==================== block 1
### Signal wires on met1, block 1

Cells faint in the background.
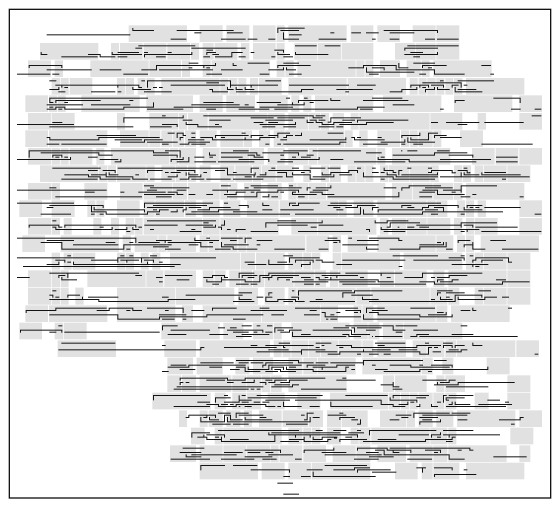

### src/rtl/adder_operand_sequencer_if.sv
// Operand/result bundle between the adder sequencer and its surroundings.
// Signal prefixes (i_/o_) are relative to the sequencer, which uses the slave modport.
interface adder_operand_sequencer_if #(
   parameter int WIDTH = 9,
   parameter int ERR_W = 16
);
   logic             i_op_valid;
   logic             o_op_ready;
   logic [WIDTH-1:0] i_op_a;
   logic [WIDTH-1:0] i_op_b;
   logic [WIDTH-1:0] o_add1;
   logic [WIDTH-1:0] o_add2;
   logic [WIDTH:0]   i_result;
   logic             o_res_valid;
   logic             i_res_ready;
   logic [WIDTH:0]   o_res_data;
   logic             o_res_mismatch;
   logic             i_err_clear;
   logic [ERR_W-1:0] o_err_count;
   logic             o_busy;

   modport slave (
      input  i_op_valid, i_op_a, i_op_b, i_result, i_res_ready, i_err_clear,
      output o_op_ready, o_add1, o_add2, o_res_valid, o_res_data,
             o_res_mismatch, o_err_count, o_busy
   );

   modport master (
      output i_op_valid, i_op_a, i_op_b, i_result, i_res_ready, i_err_clear,
      input  o_op_ready, o_add1, o_add2, o_res_valid, o_res_data,
             o_res_mismatch, o_err_count, o_busy
   );
endinterface

### src/rtl/adder_operand_sequencer.sv
// Launches registered operands into the CLA adder, samples its result after
// SETTLE_CYCLES edges, flags disagreement with a behavioural sum, counts errors.
module adder_operand_sequencer #(
   parameter int WIDTH         = 9,
   parameter int SETTLE_CYCLES = 1,
   parameter int ERR_W         = 16
) (
   input logic                     i_clk,
   input logic                     i_rst_n,
   adder_operand_sequencer_if.slave bus
);

   typedef enum logic [1:0] {
      IDLE   = 2'd0,
      SETTLE = 2'd1,
      HOLD   = 2'd2
   } state_e;

   // SETTLE_CYCLES is limited to 1..15, so a 4-bit down-counter suffices.
   localparam logic [3:0] CNT_INIT = 4'(SETTLE_CYCLES - 1);

   state_e           state_q, state_d;
   logic [3:0]       cnt_q, cnt_d;
   logic [WIDTH-1:0] add1_q, add1_d;
   logic [WIDTH-1:0] add2_q, add2_d;
   logic [WIDTH:0]   exp_q, exp_d;
   logic [WIDTH:0]   res_data_q, res_data_d;
   logic             res_vld_q, res_vld_d;
   logic             mismatch_q, mismatch_d;
   logic [ERR_W-1:0] err_q, err_d;
   logic             sample;
   logic             sample_bad;

   always_comb begin
      state_d    = state_q;
      cnt_d      = cnt_q;
      add1_d     = add1_q;
      add2_d     = add2_q;
      exp_d      = exp_q;
      res_data_d = res_data_q;
      res_vld_d  = res_vld_q;
      mismatch_d = mismatch_q;
      sample     = 1'b0;
      sample_bad = 1'b0;

      case (state_q)
         IDLE: begin
            if (bus.i_op_valid) begin
               add1_d  = bus.i_op_a;
               add2_d  = bus.i_op_b;
               exp_d   = {1'b0, bus.i_op_a} + {1'b0, bus.i_op_b};
               cnt_d   = CNT_INIT;
               state_d = SETTLE;
            end
         end
         SETTLE: begin
            if (cnt_q != 4'd0) begin
               cnt_d = cnt_q - 4'd1;
            end else begin
               sample     = 1'b1;
               sample_bad = (bus.i_result != exp_q);
               res_data_d = bus.i_result;
               mismatch_d = sample_bad;
               res_vld_d  = 1'b1;
               state_d    = HOLD;
            end
         end
         HOLD: begin
            // Result data is left in place after the handshake; only the qualifiers drop.
            if (bus.i_res_ready) begin
               res_vld_d  = 1'b0;
               mismatch_d = 1'b0;
               state_d    = IDLE;
            end
         end
         default: begin
            state_d = IDLE;
         end
      endcase
   end

   always_comb begin
      err_d = err_q;
      if (bus.i_err_clear) begin
         err_d = '0;
      end else if (sample && sample_bad && (err_q != '1)) begin
         err_d = err_q + ERR_W'(1);
      end
   end

   always_ff @(posedge i_clk or negedge i_rst_n) begin
      if (!i_rst_n) begin
         state_q    <= IDLE;
         cnt_q      <= '0;
         add1_q     <= '0;
         add2_q     <= '0;
         exp_q      <= '0;
         res_data_q <= '0;
         res_vld_q  <= 1'b0;
         mismatch_q <= 1'b0;
         err_q      <= '0;
      end else begin
         state_q    <= state_d;
         cnt_q      <= cnt_d;
         add1_q     <= add1_d;
         add2_q     <= add2_d;
         exp_q      <= exp_d;
         res_data_q <= res_data_d;
         res_vld_q  <= res_vld_d;
         mismatch_q <= mismatch_d;
         err_q      <= err_d;
      end
   end

   // Ready derives from registered state only, so a result handshake never
   // reaches the operand side in the same cycle.
   assign bus.o_op_ready     = (state_q == IDLE);
   assign bus.o_busy         = (state_q != IDLE);
   assign bus.o_add1         = add1_q;
   assign bus.o_add2         = add2_q;
   assign bus.o_res_valid    = res_vld_q;
   assign bus.o_res_data     = res_data_q;
   assign bus.o_res_mismatch = mismatch_q;
   assign bus.o_err_count    = err_q;

endmodule

### src/flat_wrapper.sv
// flat-port wrapper written by rule: the top's interface ports become plain ports
module adder_operand_sequencer_flat 
#(
   parameter int WIDTH         = 9,
   parameter int SETTLE_CYCLES = 1,
   parameter int ERR_W         = 16
)
  (i_clk, i_rst_n, bus_i_op_valid, bus_i_op_a, bus_i_op_b, bus_i_result, bus_i_res_ready, bus_i_err_clear, bus_o_op_ready, bus_o_add1, bus_o_add2, bus_o_res_valid, bus_o_res_data, bus_o_res_mismatch, bus_o_err_count, bus_o_busy);
  adder_operand_sequencer_if #(.WIDTH(WIDTH), .ERR_W(ERR_W)) bus_i ();
  input logic i_clk;
  input logic i_rst_n;
  input wire logic [$bits(bus_i.i_op_valid)-1:0] bus_i_op_valid;
  input wire logic [$bits(bus_i.i_op_a)-1:0] bus_i_op_a;
  input wire logic [$bits(bus_i.i_op_b)-1:0] bus_i_op_b;
  input wire logic [$bits(bus_i.i_result)-1:0] bus_i_result;
  input wire logic [$bits(bus_i.i_res_ready)-1:0] bus_i_res_ready;
  input wire logic [$bits(bus_i.i_err_clear)-1:0] bus_i_err_clear;
  output wire logic [$bits(bus_i.o_op_ready)-1:0] bus_o_op_ready;
  output wire logic [$bits(bus_i.o_add1)-1:0] bus_o_add1;
  output wire logic [$bits(bus_i.o_add2)-1:0] bus_o_add2;
  output wire logic [$bits(bus_i.o_res_valid)-1:0] bus_o_res_valid;
  output wire logic [$bits(bus_i.o_res_data)-1:0] bus_o_res_data;
  output wire logic [$bits(bus_i.o_res_mismatch)-1:0] bus_o_res_mismatch;
  output wire logic [$bits(bus_i.o_err_count)-1:0] bus_o_err_count;
  output wire logic [$bits(bus_i.o_busy)-1:0] bus_o_busy;
  assign bus_i.i_op_valid = bus_i_op_valid;
  assign bus_i.i_op_a = bus_i_op_a;
  assign bus_i.i_op_b = bus_i_op_b;
  assign bus_i.i_result = bus_i_result;
  assign bus_i.i_res_ready = bus_i_res_ready;
  assign bus_i.i_err_clear = bus_i_err_clear;
  assign bus_o_op_ready = bus_i.o_op_ready;
  assign bus_o_add1 = bus_i.o_add1;
  assign bus_o_add2 = bus_i.o_add2;
  assign bus_o_res_valid = bus_i.o_res_valid;
  assign bus_o_res_data = bus_i.o_res_data;
  assign bus_o_res_mismatch = bus_i.o_res_mismatch;
  assign bus_o_err_count = bus_i.o_err_count;
  assign bus_o_busy = bus_i.o_busy;
  adder_operand_sequencer #(.WIDTH(WIDTH), .SETTLE_CYCLES(SETTLE_CYCLES), .ERR_W(ERR_W)) u_core (.i_clk(i_clk), .i_rst_n(i_rst_n), .bus(bus_i));
endmodule
### config.mk
export PLATFORM = sky130hd
export DESIGN_NAME = adder_operand_sequencer_flat
export DESIGN_NICKNAME = d
export VERILOG_FILES = /design/src/rtl/adder_operand_sequencer_if.sv /design/src/rtl/adder_operand_sequencer.sv /design/src/flat_wrapper.sv
export SDC_FILE = /design/constraint.sdc
export NUM_CORES = 1
export LEC_CHECK = 0
export CORE_ASPECT_RATIO = 0.9
export CORE_UTILIZATION = 53
export CTS_CLUSTER_DIAMETER = 50
export DETAILED_ROUTE_END_ITERATION = 8
export HOLD_SLACK_MARGIN = 0.1
export PLACE_DENSITY = 0.95
export SLEW_MARGIN = 0
export SYNTH_ARGS = -nofsm -noshare
export SYNTH_HDL_FRONTEND = slang
export SYNTH_SLANG_ARGS = --single-unit
export TNS_END_PERCENT = 100
### constraint.sdc
create_clock -name i_clk -period 4.81 [get_ports i_clk]
set_clock_uncertainty 0.1 [all_clocks]
set_input_delay 0.962 -clock i_clk [delete_from_list [all_inputs] [get_ports i_clk]]
set_output_delay 0.962 -clock i_clk [all_outputs]
set_load 0.03 [all_outputs]
==================== block 2
==> config.mk <==
export PLATFORM = sky130hd
export DESIGN_NAME = fp8_mul_scheduler
export DESIGN_NICKNAME = d
export VERILOG_FILES = /design/src/rtl/fp8_mul_scheduler.sv
export SDC_FILE = /design/constraint.sdc
export NUM_CORES = 1
export LEC_CHECK = 0
export ABC_CLOCK_PERIOD_IN_PS = 3170
export CAP_MARGIN = 20
export CORE_MARGIN = 2
export CORE_UTILIZATION = 40
export CTS_CLUSTER_DIAMETER = 30
export DETAILED_ROUTE_END_ITERATION = 10
export PLACE_DENSITY = 0.83
export SKIP_LAST_GASP = 1
export SYNTH_ARGS = -nofsm -noshare
export SYNTH_HDL_FRONTEND = slang
export SYNTH_SLANG_ARGS = --single-unit
export TNS_END_PERCENT = 10
==> constraint.sdc <==
create_clock -name clock -period 3.17 [get_ports clock]
set_input_delay 0.634 -clock clock [delete_from_list [all_inputs] [get_ports clock]]
set_output_delay 0.634 -clock clock [all_outputs]
set_load 0.01 [all_outputs]
==> src/rtl/fp8_mul_scheduler.sv <==
// Round-robin scheduler sharing one e4m3 multiplier among N_REQ requesters.
// Optional WAIT timeout with error flag enabled by defining FP8_SCHED_TIMEOUT_EN.
module fp8_mul_scheduler #(
    parameter int N_REQ   = 4,
    parameter int TIMEOUT = 16
) (
    input  logic               clock,
    input  logic               reset,
    input  logic [N_REQ-1:0]   req_valid,
    input  logic [8*N_REQ-1:0] req_a,
    input  logic [8*N_REQ-1:0] req_b,
    output logic [N_REQ-1:0]   req_ready,
    output logic [7:0]         mul_a,
    output logic [7:0]         mul_b,
    output logic               mul_start,
    input  logic               mul_done,
    input  logic [7:0]         mul_y,
    output logic [N_REQ-1:0]   rsp_valid,
    output logic [7:0]         rsp_y,
`ifdef FP8_SCHED_TIMEOUT_EN
    output logic               rsp_err,
`endif
    input  logic [N_REQ-1:0]   rsp_ready
);

    localparam int PW = (N_REQ > 1) ? $clog2(N_REQ) : 1;

    localparam logic [1:0] S_IDLE  = 2'd0;
    localparam logic [1:0] S_ISSUE = 2'd1;
    localparam logic [1:0] S_WAIT  = 2'd2;
    localparam logic [1:0] S_RESP  = 2'd3;

    logic [1:0]    state_q, state_d;
    logic [PW-1:0] ptr_q, ptr_d;
    logic [PW-1:0] g_q, g_d;
    logic [7:0]    a_q, a_d;
    logic [7:0]    b_q, b_d;
    logic [7:0]    y_q, y_d;

    logic [PW-1:0] gnt;
    logic          any_req;
    logic [PW:0]   idx_w;
    logic [7:0]    a_sel;
    logic [7:0]    b_sel;

`ifdef FP8_SCHED_TIMEOUT_EN
    localparam int CW = $clog2(TIMEOUT + 1);
    logic [CW-1:0] cnt_q, cnt_d;
    logic          err_q, err_d;
`endif

    // Search starts at ptr and wraps; first valid requester wins.
    always_comb begin
        gnt     = '0;
        any_req = 1'b0;
        idx_w   = '0;
        for (int unsigned k = 0; k < N_REQ; k++) begin
            idx_w = {1'b0, ptr_q} + (PW+1)'(k);
            if (idx_w >= (PW+1)'(N_REQ)) begin
                idx_w = idx_w - (PW+1)'(N_REQ);
            end
            if (!any_req && req_valid[idx_w[PW-1:0]]) begin
                any_req = 1'b1;
                gnt     = idx_w[PW-1:0];
            end
        end
    end

    always_comb begin
        a_sel = '0;
        b_sel = '0;
        for (int unsigned i = 0; i < N_REQ; i++) begin
            if (gnt == PW'(i)) begin
                a_sel = req_a[8*i +: 8];
                b_sel = req_b[8*i +: 8];
            end
        end
    end

    always_comb begin
        state_d = state_q;
        ptr_d   = ptr_q;
        g_d     = g_q;
        a_d     = a_q;
        b_d     = b_q;
        y_d     = y_q;
`ifdef FP8_SCHED_TIMEOUT_EN
        cnt_d   = cnt_q;
        err_d   = err_q;
`endif
        case (state_q)
            S_IDLE: begin
                if (any_req) begin
                    g_d     = gnt;
                    a_d     = a_sel;
                    b_d     = b_sel;
                    state_d = S_ISSUE;
`ifdef FP8_SCHED_TIMEOUT_EN
                    err_d   = 1'b0;
`endif
                end
            end
            S_ISSUE: begin
                state_d = S_WAIT;
`ifdef FP8_SCHED_TIMEOUT_EN
                cnt_d   = '0;
`endif
            end
            S_WAIT: begin
                if (mul_done) begin
                    y_d     = mul_y;
                    state_d = S_RESP;
                end
`ifdef FP8_SCHED_TIMEOUT_EN
                else if (cnt_q == CW'(TIMEOUT - 1)) begin
                    y_d     = 8'h7F;
                    err_d   = 1'b1;
                    state_d = S_RESP;
                end else begin
                    cnt_d = cnt_q + 1'b1;
                end
`endif
            end
            S_RESP: begin
                if (rsp_ready[g_q]) begin
                    state_d = S_IDLE;
                    ptr_d   = (g_q == PW'(N_REQ - 1)) ? '0 : g_q + 1'b1;
                end
            end
            default: state_d = S_IDLE;
        endcase
    end

    always_ff @(posedge clock or posedge reset) begin
        if (reset) begin
            state_q <= S_IDLE;
            ptr_q   <= '0;
            g_q     <= '0;
            a_q     <= '0;
            b_q     <= '0;
            y_q     <= '0;
`ifdef FP8_SCHED_TIMEOUT_EN
            cnt_q   <= '0;
            err_q   <= 1'b0;
`endif
        end else begin
            state_q <= state_d;
            ptr_q   <= ptr_d;
            g_q     <= g_d;
            a_q     <= a_d;
            b_q     <= b_d;
            y_q     <= y_d;
`ifdef FP8_SCHED_TIMEOUT_EN
            cnt_q   <= cnt_d;
            err_q   <= err_d;
`endif
        end
    end

    // req_ready is combinational from req_valid, so it must be gated by reset itself.
    always_comb begin
        req_ready = '0;
        rsp_valid = '0;
        for (int unsigned i = 0; i < N_REQ; i++) begin
            req_ready[i] = !reset && (state_q == S_IDLE) && any_req && (gnt == PW'(i));
            rsp_valid[i] = !reset && (state_q == S_RESP) && (g_q == PW'(i));
        end
    end

    assign mul_start = !reset && (state_q == S_ISSUE);
    assign mul_a     = (!reset && (state_q == S_ISSUE || state_q == S_WAIT)) ? a_q : '0;
    assign mul_b     = (!reset && (state_q == S_ISSUE || state_q == S_WAIT)) ? b_q : '0;
    assign rsp_y     = y_q;
`ifdef FP8_SCHED_TIMEOUT_EN
    assign rsp_err   = !reset && (state_q == S_RESP) && err_q;
`endif

endmodule

==================== block 3
File: config.mk
export PLATFORM = sky130hd
export DESIGN_NAME = serial_subtractor
export DESIGN_NICKNAME = d
export VERILOG_FILES = /design/src/rtl/serial_subtractor.sv
export SDC_FILE = /design/constraint.sdc
export NUM_CORES = 1
export LEC_CHECK = 0
export CORE_MARGIN = 4
export CORE_UTILIZATION = 55
export DETAILED_ROUTE_END_ITERATION = 7
export DONT_BUFFER_PORTS = 1
export PLACE_DENSITY = 0.79
export SLEW_MARGIN = 20
export SYNTH_ARGS = -nofsm -noshare
export SYNTH_HDL_FRONTEND = slang
export SYNTH_SLANG_ARGS = --single-unit
File: constraint.sdc
create_clock -name clk -period 1.6 [get_ports clk]
set_clock_uncertainty 0.05 [all_clocks]
set_input_delay 0.16 -clock clk [delete_from_list [all_inputs] [get_ports clk]]
set_output_delay 0.16 -clock clk [all_outputs]
set_load 0.02 [all_outputs]
File: src/rtl/serial_subtractor.sv
// Bit-serial subtractor: consumes A and B LSB first, one qualified bit per cycle,
// and assembles the WIDTH-bit difference A-B-borrow_in plus the final borrow.
module serial_subtractor #(
  parameter int WIDTH = 8
) (
  input  logic             clk,
  input  logic             rst_n,
  input  logic             start,
  input  logic             borrow_in,
  input  logic             bit_valid,
  input  logic             a_bit,
  input  logic             b_bit,
  input  logic             abort,
  output logic             diff_bit,
  output logic             diff_valid,
  output logic             busy,
  output logic             done,
  output logic [WIDTH-1:0] result,
  output logic             borrow_out
);

  localparam int CW = (WIDTH > 1) ? $clog2(WIDTH) : 1;

  typedef enum logic [1:0] {
    S_IDLE,
    S_RUN,
    S_DONE
  } state_t;

  state_t        r_state;
  state_t        w_state_next;
  logic [CW-1:0] r_cnt;
  logic          r_br;

  logic w_d;
  logic w_nbr;
  logic w_accept;
  logic w_last;
  logic w_load;

  assign w_d      = a_bit ^ b_bit ^ r_br;
  assign w_nbr    = (~a_bit & b_bit) | (~(a_bit ^ b_bit) & r_br);
  // abort wins over a bit arriving in the same cycle
  assign w_accept = (r_state == S_RUN) && bit_valid && !abort;
  assign w_last   = w_accept && (r_cnt == CW'(WIDTH - 1));
  assign w_load   = (r_state == S_IDLE) && start;

  assign busy = (r_state == S_RUN);
  assign done = (r_state == S_DONE);

  always_ff @(posedge clk or negedge rst_n) begin
    if (!rst_n) begin
      r_state <= S_IDLE;
    end else begin
      r_state <= w_state_next;
    end
  end

  always_comb begin
    w_state_next = r_state;
    case (r_state)
      S_IDLE: if (start) w_state_next = S_RUN;
      S_RUN: begin
        if (abort) begin
          w_state_next = S_IDLE;
        end else if (w_last) begin
          w_state_next = S_DONE;
        end
      end
      S_DONE:  w_state_next = S_IDLE;
      default: w_state_next = S_IDLE;
    endcase
  end

  always_ff @(posedge clk or negedge rst_n) begin
    if (!rst_n) begin
      diff_bit   <= 1'b0;
      diff_valid <= 1'b0;
      result     <= '0;
      borrow_out <= 1'b0;
      r_cnt      <= '0;
      r_br       <= 1'b0;
    end else begin
      diff_valid <= w_accept;
      if (w_load) begin
        r_br       <= borrow_in;
        r_cnt      <= '0;
        result     <= '0;
        borrow_out <= 1'b0;
      end else if (w_accept) begin
        diff_bit <= w_d;
        r_br     <= w_nbr;
        result   <= {w_d, result[WIDTH-1:1]};
        // counter parks on WIDTH-1 for the last bit so it never wraps
        if (w_last) begin
          borrow_out <= w_nbr;
        end else begin
          r_cnt <= r_cnt + 1'b1;
        end
      end
    end
  end

endmodule

### Cell density map, block 3

Scale bar: 10 um. The die is cut into 9 by 9 equal tiles; dark blue is low, red is high, 0 to 100% covered.
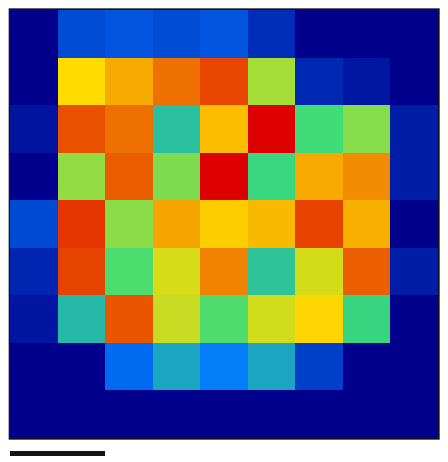
nearly empty tiles: 27%
densest ninth of the die: centre
fullest tile: 100%

==> job_summary.md, block 3 <==
## PnR job results

| Metric | Value |
|---|---|
| Mux area share | `0.0284` |
| Seq/Total Area, Yosys | `0.568` |
| Ys Warns | `0` |
| Highest clock rate | `687 MHz` |
| Outcome | `finished with violations` |
| Hold WC Path Type | `in2reg` |
| Setup TNS | `0 ns` |
| Total chip power | `0.000872 W` |
| Detail Route Antenna Nets | `0` |
| Remaining Overflow, GRT | `0` |
| Vias/cell | `6.17` |
| Worst-Margin Slew | `0.721 ns` |
| Distinct lib cells | `20` |
| Clk sinks | `17` |
| Post-synth area hogs | `dfrtp_1 57%, a22o_1 9.3%, ha_1 3.3%, buf_6 3.0%, a21oi_1 2.7%` |
| CP bufs+invs | `1` |
| Fin area | `820 um2` |
| Failing checks | `hold timing` |
| Clkbuf count | `4` |
| Clock Tree Buf Depth | `2` |
| Top layer in use | `met4` |
| WP depth | `5` |
| VDD IR max | `0.000573 V` |
| Max reg flops | `8` |
| Htree depth | `1` |
| Post-Synth XOR/XNOR Area | `0` |
| Post-layout min period | `1.46 ns` |
| Worst Setup End Kind | `register` |
| DRC viols | `0` |
| Final hold vios | `1` |
| Tapcell count | `15` |
| Io pins | `21` |
| Largest cell class | `sequential cells` |
| Non-Filler Instances | `82` |
| Routed length on met1 | `590 um` |
| Initial antenna violation count | `0` |
| Most common logic cells in the final layout | `17 x dfrtp_1, 8 x a22o_1, 5 x nand2_1` |
| Layout cells sized above 1 | `0.179` |
| Final hold slack | `-0.00119 ns` |
| Fillers | `103` |
| Wire length on met3 | `111 um` |
| Initial Utilization | `0.583` |
| Final Wtd Congestion | `0.710` |
| PwrDens | `1060 nW/um2` |
| Pleak | `0.388 nW` |
| Cell Chain, Critical Path | `ha_1 > ha_2 > inv_1 > or3_1 > a21oi_1` |
| Crit path max-delay family | `flip-flops` |
| Synthesized area | `749 um2` |
| Hold path start | `bit_valid` |
| Period utilization | `0.910` |
| Worst-path clk slew | `0.09 ns` |
| Cell taking the most area after synthesis | `dfrtp_1` |
| Vias in the first global route | `523` |
| Worst hold endpoint | `r_state[0]$_DFFE_PN0P_` |
| Setup slack, reg-to-reg | `0.14 ns` |
| Dominant logic cell type in the layout | `dfrtp_1` |
| Unrepaired setup endpoints after global routing | `false` |
| Detailed placement HPWL | `971 um` |
| Comb area share | `0.347` |
| Detailed Route WL | `1370 um` |
| Signal buffers | `5` |
==> block 3: Yosys cell counts (all sizes together) <==
cell type  count
nor3b          1
or3            2
nor2           2
fa             1
and2b          2
buf            2
nand4bb        1
a21oi          4
mux2i          1
nand3          2
clkinv         1
inv            3
o21bai         1
a22o           8
o21ai          4
nand2          5
ha             2
dfrtp         17
mux2           1
==> block 3: power breakdown <==
part	switching, W	leakage [nW]	internal (W)	total [W]
Sequential	0.0000534	0.230	0.000467	0.000520
Clock	0.000124	0.0150	0.0000967	0.000221
Combinational	0.0000733	0.144	0.0000576	0.000131
Total	0.000251	0.388	0.000621	0.000872
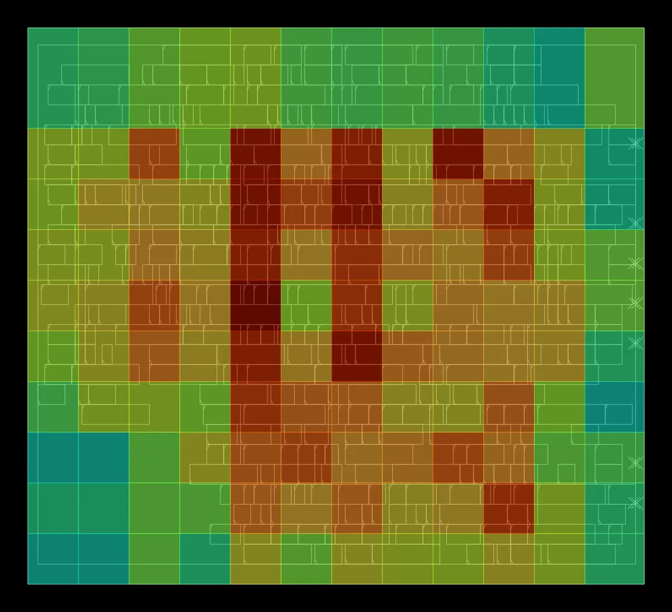
*Congestion heat map, block 1*
All-Layer GR Usage: 0.269
post-layout util: 0.743
GRT met1 Usage: 0.356
drt wl/cell: 16.5 um

About 'Signal wires on met1' of block 1:
longest straight run: 23.5 um
wire length on this layer: 3710 um
share of all routed wire: 44%

==> job_summary.md, block 1 <==
## PnR job results

| Metric | Value |
|---|---|
| Clock Tree Buf Depth | `2` |
| Seq/Total Area, Yosys | `0.484` |
| Grt met3 use | `0.0650` |
| Failing checks | `DRC` |
| Chip height | `75.8 um` |
| Worst-Margin Slew | `1.10 ns` |
| FFs w/ async S/R, synth | `1.00` |
| P_int | `0.00151 W` |
| Post-synth top cells | `111 x nand2_1, 62 x dfrtp_1, 14 x nor2_1` |
| Met2 usage in global routing | `0.434` |
| Period utilization | `0.652` |
| Yosys simple share | `0.278` |
| Clock latency (worst-skew pair) | `0.35 ns` |
| Wire length on met3 | `548 um` |
| WP depth | `6` |
| Worst-path clk slew | `0.07 ns` |
| Startpoint type of the worst setup path | `primary input` |
| Worst r2r src | `u_core.cnt_q[0]$_DFFE_PN0P_` |
| VDD IR max | `0.000330 V` |
| Logic family by area | `simple AND/OR/NAND/NOR gates` |
| PnR worst setup slack | `1.67 ns` |
| Remaining Overflow, GRT | `0` |
| Final hold slack | `0.375 ns` |
| Outcome | `finished with violations` |
| Cell Chain, Critical Path | `clkdlybuf4s50_1 > xnor2_1 > nand4_1 > nor4_4 > nor4_1 > mux2_1` |
| Largest net degree at the start of global routing | `38` |
| DR vias | `2938` |
| Worst endpoint required time | `4.94 ns` |
| MaxCap Viol Count | `0` |
| Htree depth | `3` |
| Met2 WL | `3930 um` |
| Hold-fix buffers at CTS | `0` |
| Tool warning count | `27` |
| Pre-CTS WS | `1.38 ns` |
| Critical-path maximum fanout | `26` |
| CP Capture Point | `u_core.bus.o_err_count[12]$_DFFE_PN0P_` |
| Post-synth area hogs | `dfrtp_1 48%, nand2_1 13%, ha_1 4.7%, xnor2_1 2.7%, nor2b_1 2.0%` |
| Clk sinks | `62` |
| Io pins | `81` |
| Unrepaired setup endpoints after global routing | `false` |
| Final hold vios | `0` |
| DRC viols | `14` |
| Top-count cell post-synth | `nand2_1` |
| Drt initial violations | `246` |
| Clk pwr share | `0.223` |
| Slowest cell on crit path | `nor4_4` |
| Floorplan Nets | `397` |
## block 1: area by class of cell
type                    instances  area [um2]
repair buffers                 82         811
fillers                       389        1480
clock buffers                  11         141
inverters                       5        18.8
clock inverters                 4        95.1
well taps                      70        87.6
flip-flops and latches         62        1550
multi-input cells             270        1570
## block 1: power by group through the flow
stage	Combinational, W	Clock, W	Sequential, W
after global routing	0.00121	0.000591	0.000870
after global placement	0.00107	0	0.000841
after floorplan	0.000456	0	0.00107
after detailed placement	0.00111	0	0.000853
final	0.00112	0.000567	0.000852
after CTS	0.00112	0.000567	0.000850
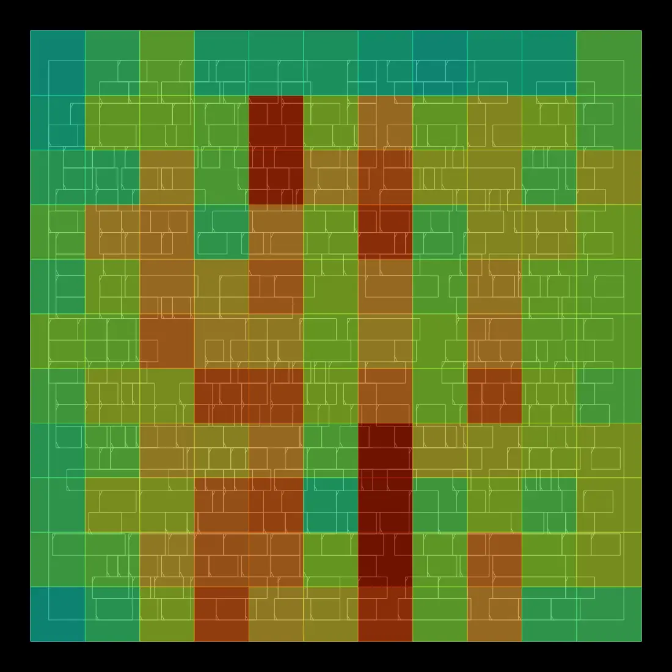
*Congestion heat map, block 2*
met2 usage in global routing: 0.401
All-Layer GR Usage: 0.221
GRT met1 Usage: 0.260

==> job_summary.md, block 2 <==
## PnR job results

| Metric | Value |
|---|---|
| Top-count cell post-synth | `dfrtp_1` |
| Clkbuf count | `7` |
| Worst-case reg-to-reg path depth | `6` |
| Grt met3 use | `0.0353` |
| Unrepaired setup endpoints after global routing | `true` |
| VDD IR max | `0.000479 V` |
| Largest cell class | `non-clock buffers` |
| Cell mode on critical path | `clkdlybuf4s50_1` |
| Vias/cell | `5.05` |
| Crit path DAT | `2.50 ns` |
| Worst hold endpoint | `rsp_y[4]$_DFFE_PP0P_` |
| FFs w/ async S/R, synth | `1.00` |
| Final hold vios | `0` |
| Sw Share | `0.381` |
| Cell count listed in synth_stat.txt | `203` |
| Ys Warns | `0` |
| Diode count | `0` |
| Logic family by area | `AND-OR/OR-AND gates` |
| Routed length on met1 | `2590 um` |
| Period utilization | `0.989` |
| Outcome | `complete, no violations` |
| Synthesis area per yosys | `2140 um2` |
| Comb area | `1280 um2` |
| CP bufs+invs | `2` |
| Slowest cell on crit path | `clkdlybuf4s50_1` |
| Largest net degree at the start of global routing | `28` |
| Setup Viol. Count Final | `0` |
| Worst Path Class, Setup | `in2out` |
| Post-Synth XOR/XNOR Area | `0` |
| Mux area share | `0.140` |
| Cell Chain, Critical Path | `clkdlybuf4s50_1 > and2b_4 > a221oi_4 > o21ai_4 > nor3_1 > clkdlybuf4s50_1` |
| Clock root buffer | `clkbuf_8` |
| Final Wtd Congestion | `0.765` |
| Yosys simple share | `0.155` |
| Tool warning count | `34` |
| Max-slew headroom | `0.686` |
| WP depth | `6` |
| Final hold slack | `0.504 ns` |
| Top layer in use | `met4` |
| Drt wl/cell | `15.5 um` |
| Comb area share | `0.361` |
| Critical-path maximum fanout | `4` |
| Worst r2r src | `ptr_q[1]$_DFFE_PP0P_` |
| Dominant logic cell type in the layout | `clkdlybuf4s50_1` |
| DRC viols | `0` |
| Worst endpoint required time | `2.54 ns` |
| Main flop type after synthesis | `dfrtp_1` |
| CTS tree | `done` |
| Detailed Route WL | `6310 um` |
| Die Area | `5960 um2` |
| PnR worst setup slack | `0.0349 ns` |
-- block 2: power groups by stage --
stage	Sequential, W	Combinational (W)	Clock, W
CTS	0.000702	0.00166	0.000327
floorplan	0.000703	0.000988	0
detailed placement	0.000707	0.00166	0
finish	0.000700	0.00165	0.000315
global placement	0.000694	0.00163	0
global route	0.000727	0.00180	0.000338
-- block 2: state kept, by name (all words and copies together) (netlist names) --
signal / cells
state_q: 2
a_q: 8
rsp_y: 8
g_q: 2
ptr_q: 2
b_q: 8

==> gallery <==
Metal 2.
Plate I
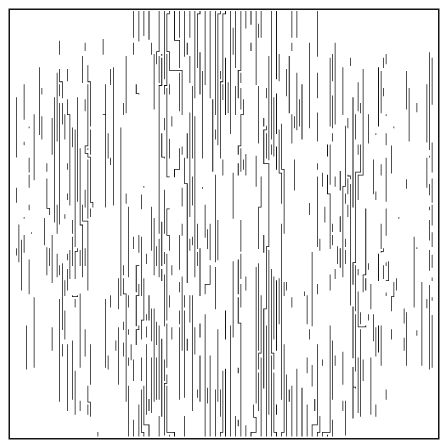
Plate II
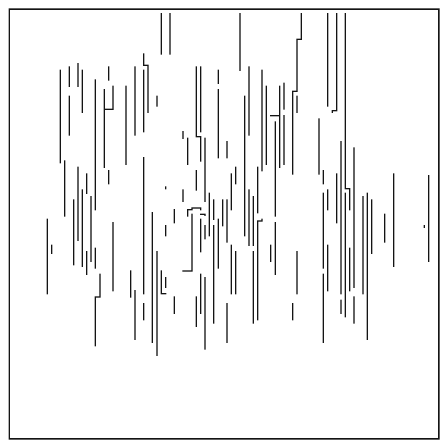
Plate III
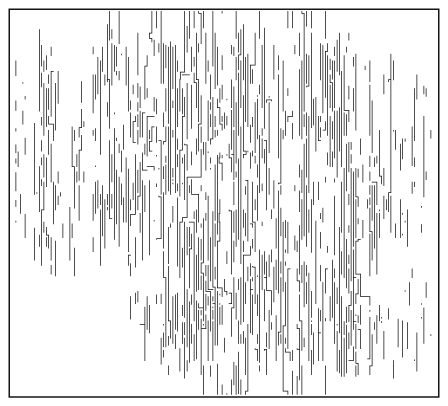
For block 1, see Plate III.
For block 3, see Plate II.
For block 2, see Plate I.

Key to Plate II:
wire length on this layer: 648 um
main direction: vertical
nets with wire on the layer: 71


No activity file was given, so power comes from the tool's default toggle rates.
